######## design 1 ########
==> design_1/metal_density.png <==
Scale bar: 50 µm. The die is cut into 29 by 29 equal tiles; dark purple is low, yellow is high, scaled to the fullest tile. Values are wire area over tile area, all layers added.
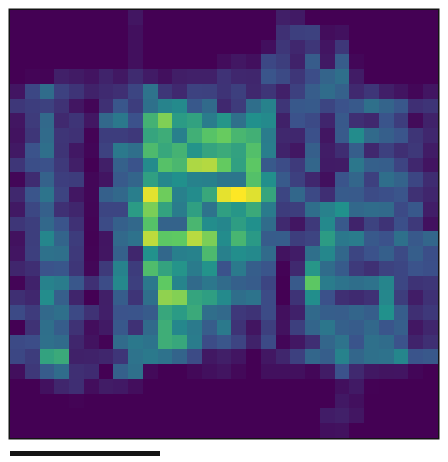

[config.mk]
export PLATFORM = sky130hd
export DESIGN_NAME = int_to_fp_converter
export DESIGN_NICKNAME = d
export VERILOG_FILES = /design/src/rtl/int_to_fp_converter.sv
export SDC_FILE = /design/constraint.sdc
export NUM_CORES = 1
export LEC_CHECK = 0
export ABC_AREA = 1
export CORE_UTILIZATION = 35
export DETAILED_ROUTE_END_ITERATION = 7
export HOLD_SLACK_MARGIN = 0.15
export SLEW_MARGIN = 20
export SYNTH_ARGS = -nofsm -noshare
export SYNTH_HDL_FRONTEND = slang
export SYNTH_SLANG_ARGS = --single-unit
[constraint.sdc]
create_clock -name clk -period 14.05 [get_ports clk]
set_clock_uncertainty 0.1 [all_clocks]
set_input_delay 2.81 -clock clk [delete_from_list [all_inputs] [get_ports clk]]
set_output_delay 2.81 -clock clk [all_outputs]
set_load 0.005 [all_outputs]
[src/rtl/int_to_fp_converter.sv]
// ---------------------------------------------------------------------------
// int_to_fp_converter
//   Three-stage pipelined integer to floating-point converter. It takes a
//   signed or unsigned integer and produces a packed {sign, exponent, fraction}
//   value with IEEE-style rounding. The defaults produce fp32.
//
//   Stages: S1 sign/magnitude capture, S2 leading-one search and left
//   normalise, S3 round and pack. One advance enable moves all stages
//   together, so a stalled output holds the whole pipeline.
//
// Parameters
//   INT_WIDTH  : integer operand width (32 or 64)
//   EXP_WIDTH  : result exponent width
//   FRAC_WIDTH : result fraction width
//
// Ports
//   clk         : clock, all state on rising edge
//   rst         : synchronous active-high reset
//   in_valid    : operand present
//   in_ready    : operand accepted when high together with in_valid
//   in_value    : integer operand
//   in_unsigned : 1 = unsigned operand, 0 = two's-complement signed
//   in_rm       : rounding mode 0 RNE, 1 RTZ, 2 RDN, 3 RUP, 4 RMM (5-7 = RNE)
//   out_valid   : result present
//   out_ready   : consumer accepts result
//   out_flags   : {NV, DZ, OF, UF, NX}, only when RAFI_FCVT_FLAGS_EN is defined
//   out_value   : packed {sign, exponent, fraction}
//
// Build option
//   RAFI_FCVT_FLAGS_EN : adds out_flags and the inexact tracking registers.
// ---------------------------------------------------------------------------
module int_to_fp_converter #(
  parameter int INT_WIDTH  = 32,
  parameter int EXP_WIDTH  = 8,
  parameter int FRAC_WIDTH = 23
) (
  input  logic                          clk,
  input  logic                          rst,
  input  logic                          in_valid,
  output logic                          in_ready,
  input  logic [INT_WIDTH-1:0]          in_value,
  input  logic                          in_unsigned,
  input  logic [2:0]                    in_rm,
  output logic                          out_valid,
  input  logic                          out_ready,
`ifdef RAFI_FCVT_FLAGS_EN
  output logic [4:0]                    out_flags,
`endif
  output logic [EXP_WIDTH+FRAC_WIDTH:0] out_value
);

  localparam int POS_W = $clog2(INT_WIDTH);
  localparam int BIAS  = (1 << (EXP_WIDTH - 1)) - 1;
  // Normalised body (bits below the leading one) padded so the guard bit
  // always exists, even if FRAC_WIDTH is wider than the operand.
  localparam int EXT_W = INT_WIDTH + FRAC_WIDTH + 1;

  localparam logic [2:0] RM_RTZ = 3'd1;
  localparam logic [2:0] RM_RDN = 3'd2;
  localparam logic [2:0] RM_RUP = 3'd3;
  localparam logic [2:0] RM_RMM = 3'd4;

  // The largest exponent reachable is BIAS + INT_WIDTH - 1, so requiring
  // BIAS >= INT_WIDTH rules out overflow even after a rounding carry.
  if ((BIAS < INT_WIDTH) || ((INT_WIDTH != 32) && (INT_WIDTH != 64))) begin : g_param_check
    $error("int_to_fp_converter: unsupported INT_WIDTH/EXP_WIDTH combination");
  end

  logic adv;
  assign adv      = !out_valid || out_ready;
  assign in_ready = adv;

  // ---------------- S1: sign / magnitude ----------------
  logic                 s1_valid, s1_sign;
  logic [INT_WIDTH-1:0] s1_mag;
  logic [2:0]           s1_rm;
  logic                 in_sign;

  assign in_sign = !in_unsigned && in_value[INT_WIDTH-1];

  // Negating the most negative value wraps back to 2^(INT_WIDTH-1), which
  // is exactly the correct unsigned magnitude.
  always_ff @(posedge clk) begin
    if (rst) begin
      s1_valid <= 1'b0;
    end else if (adv) begin
      s1_valid <= in_valid;
      s1_sign  <= in_sign;
      s1_mag   <= in_sign ? -in_value : in_value;
      s1_rm    <= in_rm;
    end
  end

  // ---------------- S2: leading-one search and normalise ----------------
  logic [POS_W-1:0]     lead_pos;
  logic [INT_WIDTH-1:0] norm;

  always_comb begin
    lead_pos = '0;
    for (int i = 0; i < INT_WIDTH; i++) begin
      if (s1_mag[i]) lead_pos = POS_W'(i);
    end
  end

  assign norm = s1_mag << (POS_W'(INT_WIDTH - 1) - lead_pos);

  logic                 s2_valid, s2_sign, s2_nonzero;
  logic [INT_WIDTH-2:0] s2_body;
  logic [POS_W-1:0]     s2_pos;
  logic [2:0]           s2_rm;

  // After normalising, the top bit is set for any nonzero magnitude, so it
  // doubles as the zero detector and the implicit one is not stored.
  always_ff @(posedge clk) begin
    if (rst) begin
      s2_valid <= 1'b0;
    end else if (adv) begin
      s2_valid   <= s1_valid;
      s2_sign    <= s1_sign;
      s2_nonzero <= norm[INT_WIDTH-1];
      s2_body    <= norm[INT_WIDTH-2:0];
      s2_pos     <= lead_pos;
      s2_rm      <= s1_rm;
    end
  end

  // ---------------- S3: round and pack ----------------
  logic [EXT_W-1:0]            ext;
  logic [FRAC_WIDTH-1:0]       frac;
  logic                        guard, sticky, inexact, round_up;
  logic [FRAC_WIDTH:0]         frac_sum;
  logic [EXP_WIDTH-1:0]        exp_final;
  logic [EXP_WIDTH+FRAC_WIDTH:0] packed_value;

  assign ext     = {s2_body, {(FRAC_WIDTH + 2){1'b0}}};
  assign frac    = ext[EXT_W-1 -: FRAC_WIDTH];
  assign guard   = ext[EXT_W-1-FRAC_WIDTH];
  assign sticky  = |ext[EXT_W-2-FRAC_WIDTH:0];
  assign inexact = guard || sticky;

  always_comb begin
    round_up = 1'b0;
    case (s2_rm)
      RM_RTZ:  round_up = 1'b0;
      RM_RDN:  round_up = s2_sign && inexact;
      RM_RUP:  round_up = !s2_sign && inexact;
      RM_RMM:  round_up = guard;
      default: round_up = guard && (sticky || frac[0]);
    endcase
  end

  // A carry out of the fraction leaves the low bits all zero, so only the
  // exponent needs the extra increment.
  assign frac_sum  = {1'b0, frac} + {{FRAC_WIDTH{1'b0}}, round_up};
  assign exp_final = EXP_WIDTH'(s2_pos) + EXP_WIDTH'(BIAS)
                   + {{(EXP_WIDTH-1){1'b0}}, frac_sum[FRAC_WIDTH]};
  assign packed_value = s2_nonzero ? {s2_sign, exp_final, frac_sum[FRAC_WIDTH-1:0]} : '0;

  // Bubbles load zero so out_value reads 0 whenever out_valid is low.
  always_ff @(posedge clk) begin
    if (rst) begin
      out_valid <= 1'b0;
      out_value <= '0;
    end else if (adv) begin
      out_valid <= s2_valid;
      out_value <= s2_valid ? packed_value : '0;
    end
  end

`ifdef RAFI_FCVT_FLAGS_EN
  always_ff @(posedge clk) begin
    if (rst) begin
      out_flags <= '0;
    end else if (adv) begin
      out_flags <= {4'b0000, s2_valid && s2_nonzero && inexact};
    end
  end
`endif

endmodule

######## design 2 ########
--- config.mk ---
export PLATFORM = sky130hd
export DESIGN_NAME = cpu_run_ctrl
export DESIGN_NICKNAME = d
export VERILOG_FILES = /design/src/rtl/cpu_run_ctrl.sv
export SDC_FILE = /design/constraint.sdc
export NUM_CORES = 1
export LEC_CHECK = 0
export CAP_MARGIN = 25
export CORE_AREA = 2 2 107 109
export CTS_CLUSTER_DIAMETER = 40
export DETAILED_ROUTE_END_ITERATION = 10
export DIE_AREA = 0 0 109 111
export PLACE_DENSITY = 0.84
export SETUP_SLACK_MARGIN = 0.5
export SYNTH_ARGS = -nofsm -noshare
export SYNTH_HDL_FRONTEND = slang
export SYNTH_SLANG_ARGS = --single-unit
--- constraint.sdc ---
create_clock -name clock -period 6.43 [get_ports clock]
set_input_delay 0.9645 -clock clock [delete_from_list [all_inputs] [get_ports clock]]
set_output_delay 0.9645 -clock clock [all_outputs]
set_load 0.02 [all_outputs]
--- src/rtl/cpu_run_ctrl.sv ---
// cpu_run_ctrl: run/step sequencer for the single-cycle rv32is core.
// Gates the CPU clock enable, drives the CPU's active-high reset, counts
// executed cycles and stops the core on pass/fail magic values in a0, a
// PC breakpoint, step exhaustion, cycle timeout or a host HALT command.
// Optional feature macro: CPU_RUN_CTRL_TRACE_EN adds a registered
// trace_valid/trace_pc pair describing each enabled CPU edge.
module cpu_run_ctrl #(
   parameter int unsigned MAX_CYCLES   = 10000,
   parameter int unsigned RESET_CYCLES = 1,
   parameter logic [31:0] PASS_MAGIC   = 32'h00c0ffee,
   parameter logic [31:0] FAIL_MAGIC   = 32'hdeaddead
) (
   input  logic        clock,
   input  logic        reset,
   input  logic        cmd_valid,
   output logic        cmd_ready,
   input  logic [1:0]  cmd_op,
   input  logic [15:0] cmd_arg,
   input  logic [31:0] pc,
   input  logic [31:0] a0,
   input  logic        bp_en,
   input  logic [31:0] bp_addr,
   output logic        cpu_clk_en,
   output logic        cpu_reset,
   output logic [2:0]  state,
   output logic [31:0] cycle_count,
   output logic        pass,
   output logic        fail,
   output logic        timeout,
   output logic        bp_hit
`ifdef CPU_RUN_CTRL_TRACE_EN
   ,
   output logic        trace_valid,
   output logic [31:0] trace_pc
`endif
);

   typedef enum logic [2:0] {
      S_IDLE   = 3'd0,
      S_CPURST = 3'd1,
      S_STEP   = 3'd2,
      S_RUN    = 3'd3,
      S_DONE   = 3'd4
   } state_t;

   typedef enum logic [1:0] {
      OP_RESET_CPU = 2'b00,
      OP_STEP      = 2'b01,
      OP_RUN       = 2'b10,
      OP_HALT      = 2'b11
   } op_t;

   typedef enum logic [2:0] {
      STOP_NONE, STOP_FAIL, STOP_PASS, STOP_BP, STOP_TIMEOUT, STOP_STEP
   } stop_t;

   // A zero RESET_CYCLES would never reset the CPU; clamp it to one.
   localparam int unsigned RST_CYC = (RESET_CYCLES < 1) ? 1 : RESET_CYCLES;

   state_t      state_q, state_next;
   stop_t       cause;
   logic [31:0] rst_cnt;
   logic [15:0] step_cnt;
   logic        first_q;
   logic        active, stop_now, exec_en, accept, start_rst, start_exec;

   assign active     = (state_q == S_STEP) || (state_q == S_RUN);
   assign stop_now   = (cause != STOP_NONE);
   assign exec_en    = active && !stop_now;
   assign cpu_clk_en = (state_q == S_CPURST) || exec_en;
   assign state      = state_q;

   assign cmd_ready  = reset && ((state_q == S_IDLE) || (state_q == S_DONE) ||
                                 (active && (cmd_op == OP_HALT)));
   assign accept     = cmd_valid && cmd_ready;
   assign start_rst  = accept && (cmd_op == OP_RESET_CPU);
   assign start_exec = accept && (state_q == S_IDLE) &&
                       ((cmd_op == OP_STEP) || (cmd_op == OP_RUN));

   // Stop-cause decode in priority order; the breakpoint is masked in the
   // first cycle of a STEP/RUN so the core can step off a breakpointed PC.
   always_comb begin
      // NOTE: every always_comb output gets a default first so no path leaves it unassigned (no latch).
      cause = STOP_NONE;
      if (active) begin
         if (a0 == FAIL_MAGIC)                          cause = STOP_FAIL;
         else if (a0 == PASS_MAGIC)                     cause = STOP_PASS;
         else if (bp_en && !first_q && pc == bp_addr)   cause = STOP_BP;
         else if (cycle_count == 32'(MAX_CYCLES))       cause = STOP_TIMEOUT;
         else if (state_q == S_STEP && step_cnt == '0)  cause = STOP_STEP;
      end
   end

   // Next-state logic; stop conditions win over a HALT in the same cycle.
   always_comb begin
      state_next = state_q;
      unique case (state_q)
         S_IDLE: begin
            if (accept) begin
               unique case (cmd_op)
                  OP_RESET_CPU: state_next = S_CPURST;
                  OP_STEP:      state_next = S_STEP;
                  OP_RUN:       state_next = S_RUN;
                  default:      state_next = S_IDLE;
               endcase
            end
         end
         S_CPURST: if (rst_cnt == '0) state_next = S_IDLE;
         S_STEP, S_RUN: begin
            if (stop_now) begin
               state_next = (cause == STOP_BP || cause == STOP_STEP) ? S_IDLE : S_DONE;
            end else if (accept) begin
               state_next = S_IDLE;
            end
         end
         S_DONE: if (start_rst) state_next = S_CPURST;
         default: state_next = S_IDLE;
      endcase
   end

   // State register.
   always_ff @(posedge clock or negedge reset) begin
      // NOTE: sequential state uses non-blocking assignments so every register samples pre-edge values.
      if (!reset) state_q <= S_IDLE;
      else        state_q <= state_next;
   end

   // CPU reset is held while in CPURST and stays high out of controller reset.
   always_ff @(posedge clock or negedge reset) begin
      if (!reset) cpu_reset <= 1'b1;
      else        cpu_reset <= (state_next == S_CPURST);
   end

   // Reset-length counter, step counter and first-cycle marker.
   always_ff @(posedge clock or negedge reset) begin
      if (!reset) begin
         rst_cnt  <= '0;
         step_cnt <= '0;
         first_q  <= 1'b0;
      end else begin
         if (start_rst)                               rst_cnt <= 32'(RST_CYC - 1);
         else if (state_q == S_CPURST && rst_cnt != '0) rst_cnt <= rst_cnt - 32'd1;

         if (start_exec && cmd_op == OP_STEP)         step_cnt <= (cmd_arg == '0) ? 16'd1 : cmd_arg;
         else if (state_q == S_STEP && exec_en)       step_cnt <= step_cnt - 16'd1;

         first_q <= start_exec;
      end
   end

   // Saturating count of enabled execution cycles since the last RESET_CPU.
   always_ff @(posedge clock or negedge reset) begin
      if (!reset)                              cycle_count <= '0;
      else if (start_rst)                      cycle_count <= '0;
      else if (exec_en && cycle_count != '1)   cycle_count <= cycle_count + 32'd1;
   end

   // Sticky stop-cause flags; only the winning cause is recorded.
   always_ff @(posedge clock or negedge reset) begin
      if (!reset) begin
         pass <= 1'b0; fail <= 1'b0; timeout <= 1'b0; bp_hit <= 1'b0;
      end else if (start_rst) begin
         pass <= 1'b0; fail <= 1'b0; timeout <= 1'b0; bp_hit <= 1'b0;
      end else begin
         if (start_exec) bp_hit <= 1'b0;
         unique case (cause)
            STOP_FAIL:    fail    <= 1'b1;
            STOP_PASS:    pass    <= 1'b1;
            STOP_BP:      bp_hit  <= 1'b1;
            STOP_TIMEOUT: timeout <= 1'b1;
            default: ;
         endcase
      end
   end

`ifdef CPU_RUN_CTRL_TRACE_EN
   // Trace of each enabled CPU edge, visible one cycle after the edge.
   always_ff @(posedge clock or negedge reset) begin
      if (!reset) begin
         trace_valid <= 1'b0;
         trace_pc    <= '0;
      end else begin
         trace_valid <= cpu_clk_en;
         if (cpu_clk_en) trace_pc <= pc;
      end
   end
`endif

endmodule

######## design 3 ########
$ cat src/rtl/serial_add_pkg.sv
// Shared types and defaults for the bit-serial adder scheduler and its engine.
package serial_add_pkg;

    localparam int D_WIDTH_DEF = 8;
    localparam int D_WID_4_DEF = 4;
    localparam int ID_W        = 1;

    typedef enum logic [1:0] {
        IDLE  = 2'b00,
        SHIFT = 2'b01,
        DONE  = 2'b10
    } state_t;

endpackage

$ cat src/rtl/serial_add_engine.sv
// Bit-serial ripple adder: A/B/sum shift registers, Mealy carry flop and bit counter.
// Optional overflow flag is built when SERIAL_ADD_OVF_EN is defined.
module serial_add_engine
    import serial_add_pkg::*;
#(
    parameter int D_WIDTH = D_WIDTH_DEF,
    parameter int D_WID_4 = D_WID_4_DEF
) (
    input  logic               clk,
    input  logic               reset,
    input  logic               load,
    input  logic               shift,
    input  logic [D_WIDTH-1:0] a,
    input  logic [D_WIDTH-1:0] b,
    output logic [D_WIDTH-1:0] sum,
    output logic               cout,
    output logic               carry,
    output logic [D_WID_4-1:0] count,
    output logic               last
`ifdef SERIAL_ADD_OVF_EN
    ,
    output logic               ovf
`endif
);

    localparam logic [D_WID_4-1:0] LAST_IDX = D_WID_4'(D_WIDTH - 1);

    logic [D_WIDTH-1:0] a_reg;
    logic [D_WIDTH-1:0] b_reg;
    logic [D_WIDTH-1:0] sum_reg;
    logic               carry_reg;
    logic [D_WID_4-1:0] count_reg;
    logic               s_bit;
    logic               carry_next;

    assign s_bit      = a_reg[0] ^ b_reg[0] ^ carry_reg;
    assign carry_next = (a_reg[0] & b_reg[0]) | (a_reg[0] & carry_reg) | (b_reg[0] & carry_reg);
    assign last       = (count_reg == LAST_IDX);

    always_ff @(posedge clk or posedge reset) begin
        if (reset) begin
            a_reg     <= '0;
            b_reg     <= '0;
            sum_reg   <= '0;
            carry_reg <= 1'b0;
            count_reg <= '0;
        end else if (load) begin
            a_reg     <= a;
            b_reg     <= b;
            sum_reg   <= '0;
            carry_reg <= 1'b0;
            count_reg <= '0;
        end else if (shift) begin
            a_reg     <= a_reg >> 1;
            b_reg     <= b_reg >> 1;
            sum_reg   <= {s_bit, sum_reg[D_WIDTH-1:1]};
            carry_reg <= carry_next;
            // Counter parks on the last index so it can never wrap.
            if (!last) begin
                count_reg <= count_reg + 1'b1;
            end
        end
    end

`ifdef SERIAL_ADD_OVF_EN
    logic ovf_reg;

    // On the MSB cycle, carry_reg is the carry into the MSB and carry_next the carry out.
    always_ff @(posedge clk or posedge reset) begin
        if (reset) begin
            ovf_reg <= 1'b0;
        end else if (load) begin
            ovf_reg <= 1'b0;
        end else if (shift && last) begin
            ovf_reg <= carry_reg ^ carry_next;
        end
    end

    assign ovf = ovf_reg;
`endif

    assign sum   = sum_reg;
    assign cout  = carry_reg;
    assign carry = carry_reg;
    assign count = count_reg;

endmodule

$ cat src/rtl/serial_add_sched.sv
// Round-robin scheduler sharing one serial-add engine between two requesters.
// Define SERIAL_ADD_OVF_EN to add the resp_ovf two's-complement overflow output.
module serial_add_sched
    import serial_add_pkg::*;
#(
    parameter int D_WIDTH = D_WIDTH_DEF,
    parameter int D_WID_4 = D_WID_4_DEF
) (
    input  logic               i_clk,
    input  logic               reset,
    input  logic               req0_valid,
    input  logic [D_WIDTH-1:0] req0_a,
    input  logic [D_WIDTH-1:0] req0_b,
    output logic               req0_ready,
    input  logic               req1_valid,
    input  logic [D_WIDTH-1:0] req1_a,
    input  logic [D_WIDTH-1:0] req1_b,
    output logic               req1_ready,
    output logic               resp_valid,
    input  logic               resp_ready,
    output logic               resp_id,
    output logic [D_WIDTH-1:0] resp_sum,
    output logic               resp_cout,
    output logic               p_STATE,
    output logic [D_WID_4-1:0] Count_out,
    output logic               busy
`ifdef SERIAL_ADD_OVF_EN
    ,
    output logic               resp_ovf
`endif
);

    state_t            state_reg;
    state_t            state_next;
    logic              rr_reg;      // 1: req1 wins a tie
    logic [ID_W-1:0]   id_reg;
    logic              grant0;
    logic              grant1;
    logic              accept;
    logic              load;
    logic              shift;
    logic [D_WIDTH-1:0] sel_a;
    logic [D_WIDTH-1:0] sel_b;
    logic [D_WIDTH-1:0] sum;
    logic              cout;
    logic              carry;
    logic [D_WID_4-1:0] count;
    logic              last;

    assign grant0     = req0_valid & (~req1_valid | ~rr_reg);
    assign grant1     = req1_valid & (~req0_valid |  rr_reg);
    assign req0_ready = (state_reg == IDLE) & grant0;
    assign req1_ready = (state_reg == IDLE) & grant1;
    assign accept     = req0_ready | req1_ready;
    assign sel_a      = grant1 ? req1_a : req0_a;
    assign sel_b      = grant1 ? req1_b : req0_b;

    always_ff @(posedge i_clk or posedge reset) begin
        if (reset) begin
            state_reg <= IDLE;
            rr_reg    <= 1'b0;
            id_reg    <= '0;
        end else begin
            state_reg <= state_next;
            if (accept) begin
                id_reg <= ID_W'(grant1);
                rr_reg <= ~grant1;
            end
        end
    end

    always_comb begin
        state_next = state_reg;
        load       = 1'b0;
        shift      = 1'b0;
        case (state_reg)
            IDLE: begin
                if (accept) begin
                    load       = 1'b1;
                    state_next = SHIFT;
                end
            end
            SHIFT: begin
                shift = 1'b1;
                if (last) begin
                    state_next = DONE;
                end
            end
            DONE: begin
                if (resp_ready) begin
                    state_next = IDLE;
                end
            end
            default: state_next = IDLE;
        endcase
    end

    serial_add_engine #(
        .D_WIDTH (D_WIDTH),
        .D_WID_4 (D_WID_4)
    ) u_engine (
        .clk   (i_clk),
        .reset (reset),
        .load  (load),
        .shift (shift),
        .a     (sel_a),
        .b     (sel_b),
        .sum   (sum),
        .cout  (cout),
        .carry (carry),
        .count (count),
        .last  (last)
`ifdef SERIAL_ADD_OVF_EN
        ,
        .ovf   (resp_ovf)
`endif
    );

    assign resp_valid = (state_reg == DONE);
    assign resp_id    = id_reg[0];
    assign resp_sum   = sum;
    assign resp_cout  = cout;
    assign p_STATE    = carry;
    assign Count_out  = count;
    assign busy       = (state_reg != IDLE);

endmodule

$ cat config.mk
export PLATFORM = sky130hd
export DESIGN_NAME = serial_add_sched
export DESIGN_NICKNAME = d
export VERILOG_FILES = /design/src/rtl/serial_add_pkg.sv /design/src/rtl/serial_add_engine.sv /design/src/rtl/serial_add_sched.sv
export SDC_FILE = /design/constraint.sdc
export NUM_CORES = 1
export LEC_CHECK = 0
export ABC_AREA = 1
export CAP_MARGIN = 20
export CORE_MARGIN = 2
export CORE_UTILIZATION = 40
export CTS_CLUSTER_DIAMETER = 200
export CTS_CLUSTER_SIZE = 20
export DETAILED_ROUTE_END_ITERATION = 16
export PLACE_DENSITY_LB_ADDON = 0.08
export SLEW_MARGIN = 40
export SYNTH_ARGS = -nofsm -noshare
export SYNTH_HDL_FRONTEND = slang
export SYNTH_SLANG_ARGS = --single-unit
$ cat constraint.sdc
create_clock -name i_clk -period 1.6 [get_ports i_clk]
set_input_delay 0.4 -clock i_clk [delete_from_list [all_inputs] [get_ports i_clk]]
set_output_delay 0.4 -clock i_clk [all_outputs]
set_load 0.01 [all_outputs]
######## design 4 ########
===== src/rtl/decode_pkg.sv =====
// Shared constants and types for the decode stage: default field positions,
// the control NOP pattern and the default-width E-stage bundle.
package decode_pkg;

    localparam int XLEN_DEF    = 18;
    localparam int IW_DEF      = 33;
    localparam int PCW_DEF     = 9;
    localparam int NREG_DEF    = 32;
    localparam int AW_DEF      = $clog2(NREG_DEF);
    localparam int RS1_LSB_DEF = 23;
    localparam int RS2_LSB_DEF = 18;
    localparam int RD_LSB_DEF  = 0;
    localparam int IMMW_DEF    = 18;
    localparam int CTRLW_DEF   = 8;
    localparam int CNTW_DEF    = 16;

    localparam logic [CTRLW_DEF-1:0] CTRL_NOP = '0;

    typedef struct packed {
        logic                 valid;
        logic                 reg_write;
        logic                 load;
        logic [CTRLW_DEF-1:0] ctrl;
        logic [XLEN_DEF-1:0]  rd1;
        logic [XLEN_DEF-1:0]  rd2;
        logic [XLEN_DEF-1:0]  imm;
        logic [AW_DEF-1:0]    rs1;
        logic [AW_DEF-1:0]    rs2;
        logic [AW_DEF-1:0]    rd;
        logic [PCW_DEF-1:0]   pc;
        logic [PCW_DEF-1:0]   pc_plus4;
    } e_bundle_t;

endpackage


===== src/rtl/decode_stage_p_regfile.sv =====
// Register file with two write-through read ports; r0 always reads zero.
module regfile_bypass #(
    parameter  int XLEN = 18,
    parameter  int NREG = 32,
    localparam int AW   = $clog2(NREG)
) (
    input  logic            i_clk,
    input  logic            i_rst,
    input  logic            i_we,
    input  logic [AW-1:0]   i_wa,
    input  logic [XLEN-1:0] i_wd,
    input  logic [AW-1:0]   i_ra1,
    input  logic [AW-1:0]   i_ra2,
    output logic [XLEN-1:0] o_rd1,
    output logic [XLEN-1:0] o_rd2
);

    logic [XLEN-1:0] r_mem [NREG];

    always_ff @(posedge i_clk or negedge i_rst) begin
        if (!i_rst) begin
            r_mem <= '{default: '0};
        end else if (i_we && i_wa != '0) begin
            r_mem[i_wa] <= i_wd;
        end
    end

    always_comb begin
        o_rd1 = r_mem[i_ra1];
        o_rd2 = r_mem[i_ra2];
        if (i_we && i_wa == i_ra1) o_rd1 = i_wd;
        if (i_we && i_wa == i_ra2) o_rd2 = i_wd;
        if (i_ra1 == '0) o_rd1 = '0;
        if (i_ra2 == '0) o_rd2 = '0;
    end

endmodule


===== src/rtl/decode_stage_p.sv =====
// Decode stage: field extraction, bypassed register read, load-use hazard
// detection and the D->E pipeline register with saturating perf counters.
module decode_stage_p
    import decode_pkg::*;
#(
    parameter  int XLEN       = 18,
    parameter  int IW         = 33,
    parameter  int PCW        = 9,
    parameter  int NREG       = 32,
    parameter  int RS1_LSB    = 23,
    parameter  int RS2_LSB    = 18,
    parameter  int RD_LSB     = 0,
    parameter  int IMMW       = 18,
    parameter  bit IMM_SIGNED = 1'b0,
    parameter  int CTRLW      = 8,
    parameter  int CNTW       = 16,
    localparam int AW         = $clog2(NREG)
) (
    input  logic             i_clk,
    input  logic             i_rst,
    input  logic [IW-1:0]    i_instr_d,
    input  logic             i_valid_d,
    input  logic [PCW-1:0]   i_pc_d,
    input  logic [PCW-1:0]   i_pc_plus4_d,
    input  logic             i_reg_write_d,
    input  logic             i_load_d,
    input  logic             i_use_rs1_d,
    input  logic             i_use_rs2_d,
    input  logic [CTRLW-1:0] i_ctrl_d,
    input  logic             i_stall_in,
    input  logic             i_flush_d,
    input  logic             i_reg_write_w,
    input  logic [AW-1:0]    i_rd_w,
    input  logic [XLEN-1:0]  i_result_w,
    output logic             o_valid_e,
    output logic             o_reg_write_e,
    output logic             o_load_e,
    output logic [CTRLW-1:0] o_ctrl_e,
    output logic [XLEN-1:0]  o_rd1_e,
    output logic [XLEN-1:0]  o_rd2_e,
    output logic [XLEN-1:0]  o_imm_e,
    output logic [AW-1:0]    o_rs1_e,
    output logic [AW-1:0]    o_rs2_e,
    output logic [AW-1:0]    o_rd_e,
    output logic [PCW-1:0]   o_pc_e,
    output logic [PCW-1:0]   o_pc_plus4_e,
    output logic             o_bubble_e,
    output logic             o_stall_fd,
    output logic             o_hazard,
    output logic [CNTW-1:0]  o_stall_cnt,
    output logic [CNTW-1:0]  o_bubble_cnt
);

    // Local copy of the E bundle so overridden widths stay consistent.
    typedef struct packed {
        logic             valid;
        logic             reg_write;
        logic             load;
        logic [CTRLW-1:0] ctrl;
        logic [XLEN-1:0]  rd1;
        logic [XLEN-1:0]  rd2;
        logic [XLEN-1:0]  imm;
        logic [AW-1:0]    rs1;
        logic [AW-1:0]    rs2;
        logic [AW-1:0]    rd;
        logic [PCW-1:0]   pc;
        logic [PCW-1:0]   pc_plus4;
    } e_t;

    logic [AW-1:0]   w_rs1, w_rs2, w_rd;
    logic [XLEN-1:0] w_rd1, w_rd2, w_imm;
    logic            w_hazard, w_stall_fd, w_bubble;
    e_t              w_d, w_nop, r_e;
    logic            r_bubble;
    logic [CNTW-1:0] r_stall_cnt, r_bubble_cnt;

    assign w_rs1 = i_instr_d[RS1_LSB +: AW];
    assign w_rs2 = i_instr_d[RS2_LSB +: AW];
    assign w_rd  = i_instr_d[RD_LSB +: AW];
    assign w_imm = IMM_SIGNED ? XLEN'($signed(i_instr_d[IMMW-1:0]))
                              : XLEN'(i_instr_d[IMMW-1:0]);

    regfile_bypass #(.XLEN(XLEN), .NREG(NREG)) u_rf (
        .i_clk (i_clk),
        .i_rst (i_rst),
        .i_we  (i_reg_write_w),
        .i_wa  (i_rd_w),
        .i_wd  (i_result_w),
        .i_ra1 (w_rs1),
        .i_ra2 (w_rs2),
        .o_rd1 (w_rd1),
        .o_rd2 (w_rd2)
    );

    assign w_hazard = i_valid_d && r_e.valid && r_e.load && (r_e.rd != '0) &&
                      ((i_use_rs1_d && w_rs1 == r_e.rd) ||
                       (i_use_rs2_d && w_rs2 == r_e.rd));
    assign w_stall_fd = i_stall_in || (w_hazard && !i_flush_d);
    assign w_bubble   = !i_stall_in && (i_flush_d || w_hazard);

    always_comb begin
        w_d           = '0;
        w_d.valid     = i_valid_d;
        w_d.reg_write = i_reg_write_d;
        w_d.load      = i_load_d;
        w_d.ctrl      = i_ctrl_d;
        w_d.rd1       = w_rd1;
        w_d.rd2       = w_rd2;
        w_d.imm       = w_imm;
        w_d.rs1       = w_rs1;
        w_d.rs2       = w_rs2;
        w_d.rd        = w_rd;
        w_d.pc        = i_pc_d;
        w_d.pc_plus4  = i_pc_plus4_d;
        w_nop         = '0;
        w_nop.ctrl    = CTRLW'(CTRL_NOP);
    end

    always_ff @(posedge i_clk or negedge i_rst) begin
        if (!i_rst) begin
            r_e          <= '0;
            r_bubble     <= 1'b0;
            r_stall_cnt  <= '0;
            r_bubble_cnt <= '0;
        end else begin
            if (!i_stall_in) begin
                r_e      <= w_bubble ? w_nop : w_d;
                r_bubble <= w_bubble;
            end
            if (w_stall_fd && r_stall_cnt != '1)
                r_stall_cnt <= r_stall_cnt + 1'b1;
            if (w_bubble && r_bubble_cnt != '1)
                r_bubble_cnt <= r_bubble_cnt + 1'b1;
        end
    end

    assign o_valid_e     = r_e.valid;
    assign o_reg_write_e = r_e.reg_write;
    assign o_load_e      = r_e.load;
    assign o_ctrl_e      = r_e.ctrl;
    assign o_rd1_e       = r_e.rd1;
    assign o_rd2_e       = r_e.rd2;
    assign o_imm_e       = r_e.imm;
    assign o_rs1_e       = r_e.rs1;
    assign o_rs2_e       = r_e.rs2;
    assign o_rd_e        = r_e.rd;
    assign o_pc_e        = r_e.pc;
    assign o_pc_plus4_e  = r_e.pc_plus4;
    assign o_bubble_e    = r_bubble;
    assign o_stall_fd    = w_stall_fd;
    assign o_hazard      = w_hazard;
    assign o_stall_cnt   = r_stall_cnt;
    assign o_bubble_cnt  = r_bubble_cnt;

endmodule


===== config.mk =====
export PLATFORM = sky130hd
export DESIGN_NAME = decode_stage_p
export DESIGN_NICKNAME = d
export VERILOG_FILES = /design/src/rtl/decode_pkg.sv /design/src/rtl/decode_stage_p_regfile.sv /design/src/rtl/decode_stage_p.sv
export SDC_FILE = /design/constraint.sdc
export NUM_CORES = 1
export LEC_CHECK = 0
export CORE_MARGIN = 2
export CORE_UTILIZATION = 60
export DETAILED_ROUTE_END_ITERATION = 10
export HOLD_SLACK_MARGIN = 0.12
export PLACE_DENSITY = 0.81
export RECOVER_POWER = 25
export SLEW_MARGIN = 20
export SYNTH_ARGS = -nofsm -noshare
export SYNTH_HDL_FRONTEND = slang
export SYNTH_SLANG_ARGS = --single-unit

===== constraint.sdc =====
create_clock -name i_clk -period 2.85 [get_ports i_clk]
set_clock_uncertainty 0.05 [all_clocks]
set_input_delay 0.4275 -clock i_clk [delete_from_list [all_inputs] [get_ports i_clk]]
set_output_delay 0.4275 -clock i_clk [all_outputs]
set_load 0.005 [all_outputs]


## Gallery

Sequential cells coloured by netlist name.
Other sequential cells in the stronger grey, the rest of the logic in the fainter grey.
panel A
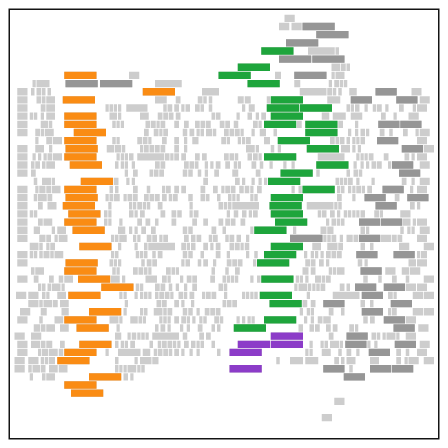
panel B
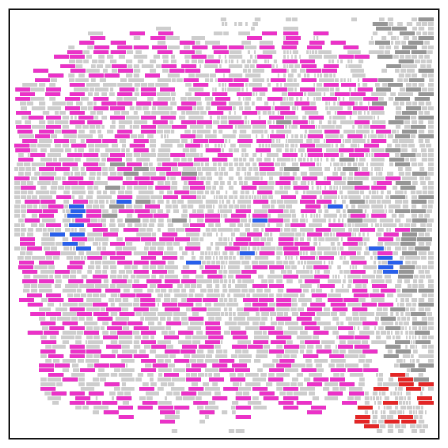
panel C
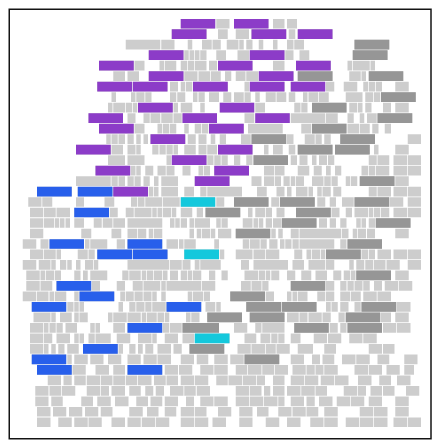
panel D
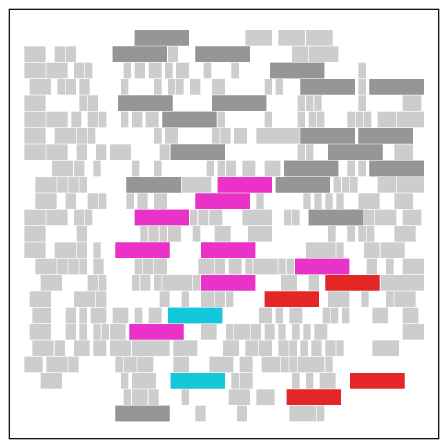
Panel C is design 2.
Panel D is design 3.
Panel A is design 1.
Panel B is design 4.

==> design_1/layer_met4.png <==
Scale bar: 50 µm. Supply wires on this layer in grey.
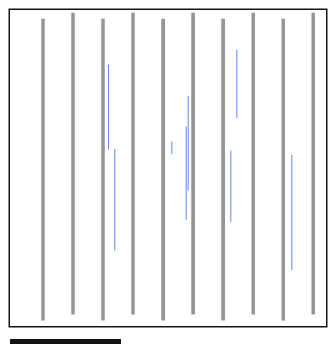
nets with wire on the layer: 5
longest straight run: 51.7 µm
Vias: 6,178
Routed WL: 15,800 µm

## Picture notes: design_1/metal_density.png
nearly empty tiles: 27%
fullest tile: 0.60
densest ninth of the die: centre
mean over tiles: 0.12
total track usage: 0.161
WL/cell: 12.5 µm

==> deck_impl_summary.md, design 1 <==
Run Summary

Clock tree
  – Post-CTS Setup Bufs: 0
  – Worst-path clk slew: 0.07 ns

Yosys
  – Adder share: 0.00901
  – Yosys synthesis chip area: 0.00695 mm²
  – Mapped Cells: 943

Setup path
  – Reg2reg path depth: 19

Floorplan
  – CORE AREA: 0.0195 mm²
  – Die ar.: 0.0204 mm²
  – # IOs: 74

Global route
  – Number of antenna violations at the first check in global routing: 0
  – First-pass GRT wire length: 26,000 µm
  – Gr ovfl total: 0

Detailed routing
  – DR top layer: met4

Final layout
  – Clk tree area frac: 0.0371
  – Final nets: 1,038
  – Fin util: 0.421
  – Buffering overhead: 0.0965
  – Comb area share: 0.413

Pwr
  – Clk pwr share: 0.301
  – P_leak: 3.33 nW
  – Seq pwr share: 0.466

STA
  – RSZ-0062 raised after global routing: false
  – Hold_ws: 0.324 ns

Hold path
  – Hold crit path type: register to register

Status
  – Outcome: completed
## design 1: power groups by stage
stage	clock network, mW	logic [mW]	registers (mW)
6_report	0.264	0.204	0.409
5_1_grt	0.282	0.233	0.414
4_1_cts	0.271	0.204	0.410
3_5_place_dp	0	0.203	0.417
3_3_place_gp	0	0.202	0.416
2_1_floorplan	0	0.151	0.413
## design 1: critical path, stage by stage
cell and delay (ns):
clkdlybuf4s50_1 0.41, nor2_2 0.11, buf_4 0.35, inv_1 0.14
clkdlybuf4s50_1 0.47
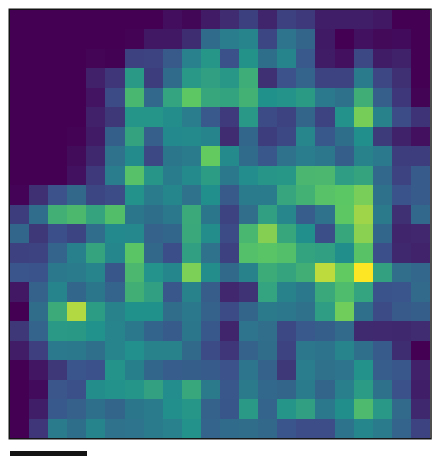
(design_2/metal_density.png)
Scale bar: 20 µm. The die is cut into 22 by 22 equal tiles; dark purple is low, yellow is high, scaled to the fullest tile. Values are wire area over tile area, all layers added.
mean over tiles: 0.21
fullest tile: 0.65
tiles over half the peak: 21%
nearly empty tiles: 12%
emptiest ninth of the die: north-west

==> deck_impl_summary.md, design 2 <==
Run Summary

Pwr
  – P_clk: 575 µW
  – Clk pwr share: 0.223
  – P per Cell Area: 343 mW/mm²
  – Top Consumer: combinational logic

Yosys
  – Main synth FF type: dfrtp_1
  – Synth area leaders: dfrtp_1, xnor2_1, nand2_1

Clock tree
  – H-tree depth: 3
  – Resized cells post-CTS: 0

Place
  – Pre-CTS worst setup slack: 1.90 ns

Flow run
  – Max-Cap Viols: 0

Floorplan
  – Die ar.: 0.0121 mm²
  – Rows: 39
  – Die H: 111 µm

Detailed routing
  – DRC Markers: 0
  – WL/cell: 17.5 µm
  – DR top layer: met4
  – Met3 WL: 1050 µm

Status
  – Outcome: completed

Final layout
  – Largest cell class: multi-input combinational cells
  – Nonclk buf count: 162
  – Area grow syn2layout: 36.0%

Global route
  – M3 GR Usage: 0.0470
  – Vias in the first global route: 5,474

STA
  – Worst-Margin Slew: 0.730 ns

Setup path
  – Crit path max-delay family: simple AND/OR/NAND/NOR gates
## design 2: path summary, 6_finish.rpt
kind | startpoint | to | slack (ns) | depth (start not counted)
worst max-delay path | a0[1] | cpu_clk_en | 1.88 | 8
worst min-delay path | timeout | timeout | 0.48 | 2
worst max register to register | cycle_count[0] | step_cnt[15] | 3.57 | 9
worst min register to register | timeout | timeout | 0.48 | 2
max in group asynchronous | reset | rst_cnt[11] | 4.77 | 2
min in group asynchronous | reset | step_cnt[11] | 0.63 | 1
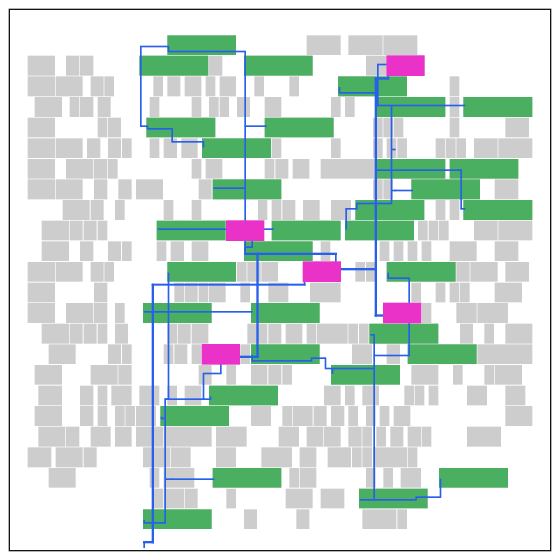
(design_3/clk_routes.png)
[clock wires] blue | length: 440 µm
[clock drivers] magenta | count: 5
[flip-flops] green | count: 33
routed clock nets: 6

==> deck_impl_summary.md, design 3 <==
Run Summary

Final layout
  – Design Area, Final: 0.00260 mm²
  – Area grow syn2layout: 43.5%

Detailed routing
  – WL/cell: 11.7 µm
  – Met2 wire length: 1840 µm
  – Met1 WL: 1980 µm

Global route
  – M3 GR Usage: 0.0338
  – First-pass GRT wire length: 7390 µm
  – Gr ovfl total: 0

Yosys
  – Post-synthesis sequential area ratio: 0.456
  – Top area contributor share: 0.456
  – Post-synthesis cell area: 0.00181 mm²
  – Mapped Cells: 235
  – Most common cell in the netlist: nand2_1
  – Post-synth top area cell: dfrtp_1
  – Average size of a mapped cell: 7.70 µm²
  – Post-synth ARST share: 1.00

Setup path
  – CP Capture Type: output pin
  – Crit Path Category: register to output pin
  – Crit start category: register
  – Crit path to: req1_ready
  – Worst path bufs/invs: 3

Floorplan
  – Die H: 71.3 µm
  – Starting Density: 0.416
  – Rows: 24

Pwr
  – VDD IR max: 643 µV

STA
  – Tcrit/Tclk final: 0.979
  – RSZ-0062 raised after global routing: true
  – Final setup vio count: 0
  – Clk_skew: 0.00287 ns

Place
  – # port buffers: 55

Clock tree
  – Worst skew pair latency: 0.28 ns
  – # clock sinks: 33
  – CTS tree: done

Status
  – Outcome: completed
-- design 3: cell type report --
| cell class | instances | area (µm²) | area share |
|---|---|---|---|
| multi-input combinational | 171 | 837 | 0.322 |
| sequential | 33 | 826 | 0.318 |
| timing repair buffer | 76 | 723 | 0.278 |
| clock buffer | 6 | 72.6 | 0.0279 |
| tap | 52 | 65.1 | 0.0250 |
| inverter | 16 | 63.8 | 0.0246 |
| clock inverter | 2 | 10.0 | 0.00385 |
==> design_4/placement.png <==
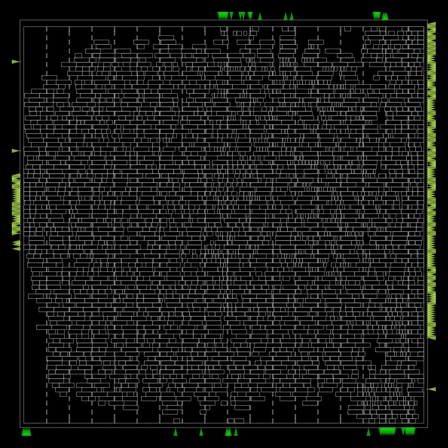
Fillers: 3,703
CORE AREA: 0.0591 mm²
Seq Cell Count: 702
register share of the cell area: 0.410

==> deck_impl_summary.md, design 4 <==
Run Summary

Status
  – Outcome: finished with violations
  – Failing checks: max-capacitance violations, max-slew violations

Pwr
  – Clk pwr share: 0.330
  – VDD IR max: 663 µV

Clock tree
  – Hold Buf Count CTS: 2
  – H-tree depth: 3

Place
  – DP HPWL: 73,900 µm
  – Pre-CTS worst setup slack: -0.167 ns
  – # port buffers: 219

Yosys
  – Simple share: 0.0413
  – Synth flops: 702
  – Count of library flops with an enable pin: 0
  – Mapped Cells: 2,602

Final layout
  – Comb area share: 0.400
  – Design Area, Final: 0.0428 mm²
  – Fin util: 0.724
  – CLK BUF: 118
  – Nonclk buf count: 471

Setup path
  – Worst path slowest cell: dfrtp_1
  – Crit Path Category: register to output pin

Detailed routing
  – Initial DRC count: 2,903
  – Vias per inst: 7.05

Flow run
  – Max-Cap Viols: 1

STA
  – Max-slew violation count: 61
  – Shortest period the worst path allows: 2.81 ns
  – Tcrit/Tclk final: 0.985

Hold path
  – Hold EP: u_rf.r_mem[574]

Global route
  – Met1 usage: 0.458
  – Total track usage: 0.364

Floorplan
  – Die Wd: 249 µm
## design 4: sequential cells by signal, indices dropped and copies added, names as in the netlist
register and flops:
o_pc_e 9, o_ctrl_e 8, o_load_e 1, o_pc_plus4_e 9
o_rd2_e 18, o_stall_cnt 16, o_rs1_e 5, o_valid_e 1
o_bubble_cnt 16, o_reg_write_e 1, o_bubble_e 1, u_rf.r_mem 576
o_rs2_e 5, o_imm_e 18, o_rd1_e 18
## design 4: routing by layer
layer | up-vias | share of wire
met5 | - | 0.00026
met4 | 6 | 0.071
met3 | 457 | 0.10
met2 | 1722 | 0.46
met1 | 13500 | 0.37
li1 | 10500 | -


==> gallery <==
Cell outlines without signal wires.
shot_01.png
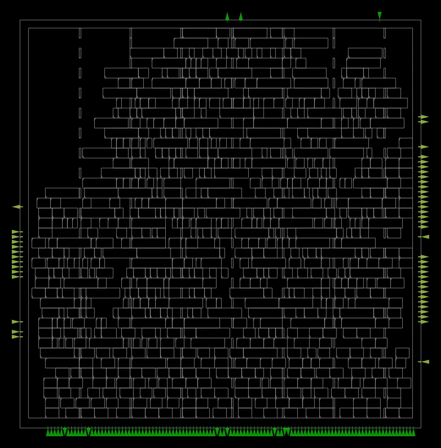
shot_02.png
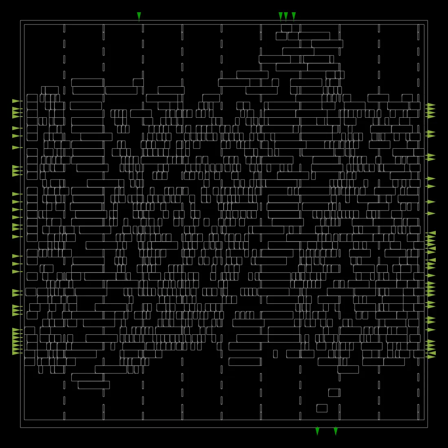
shot_03.png
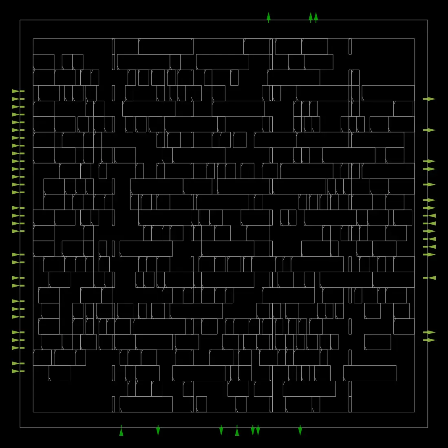
| picture | from |
|---|---|
| shot_03.png | design 3 |
| shot_01.png | design 2 |
| shot_02.png | design 1 |


==> notes/layouts.md <==
Pictures saved along the way, in no particular order.

Clock wires, drivers and flops.
image #1
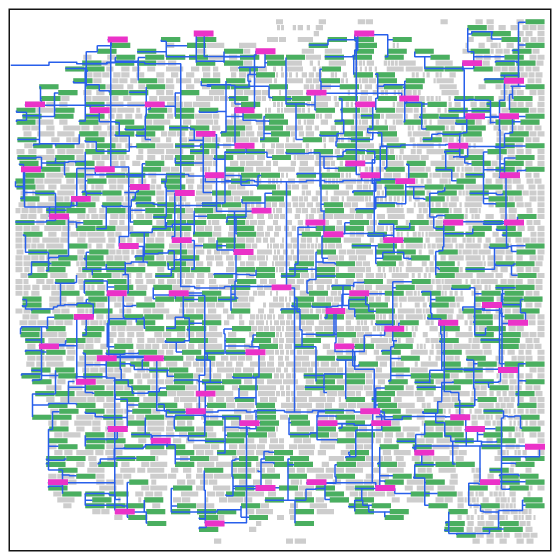
image #2
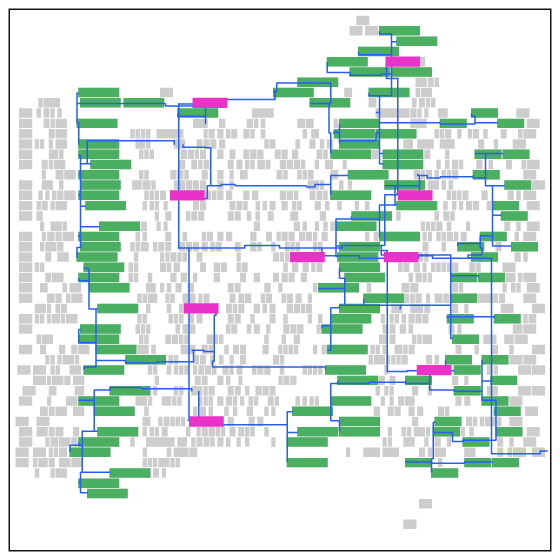
image #3
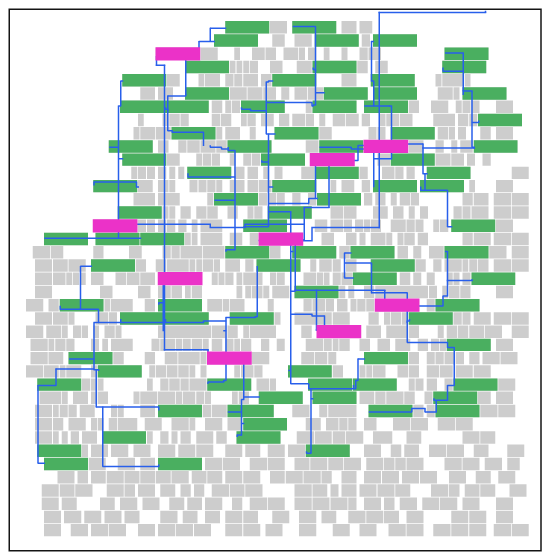
Design 4 is image #1.
Design 1 is image #2.
Design 2 is image #3.
- most sequential cells: image #1
- fewest sequential cells: image #3

Key to image #1:
[flip-flops] green | count: 702
[clock wires] blue | length: 8,410 µm
[clock drivers] magenta | count: 74
routed clock nets: 75
flops lie: widely spread

No activity file was given, so power comes from the tool's default toggle rates.
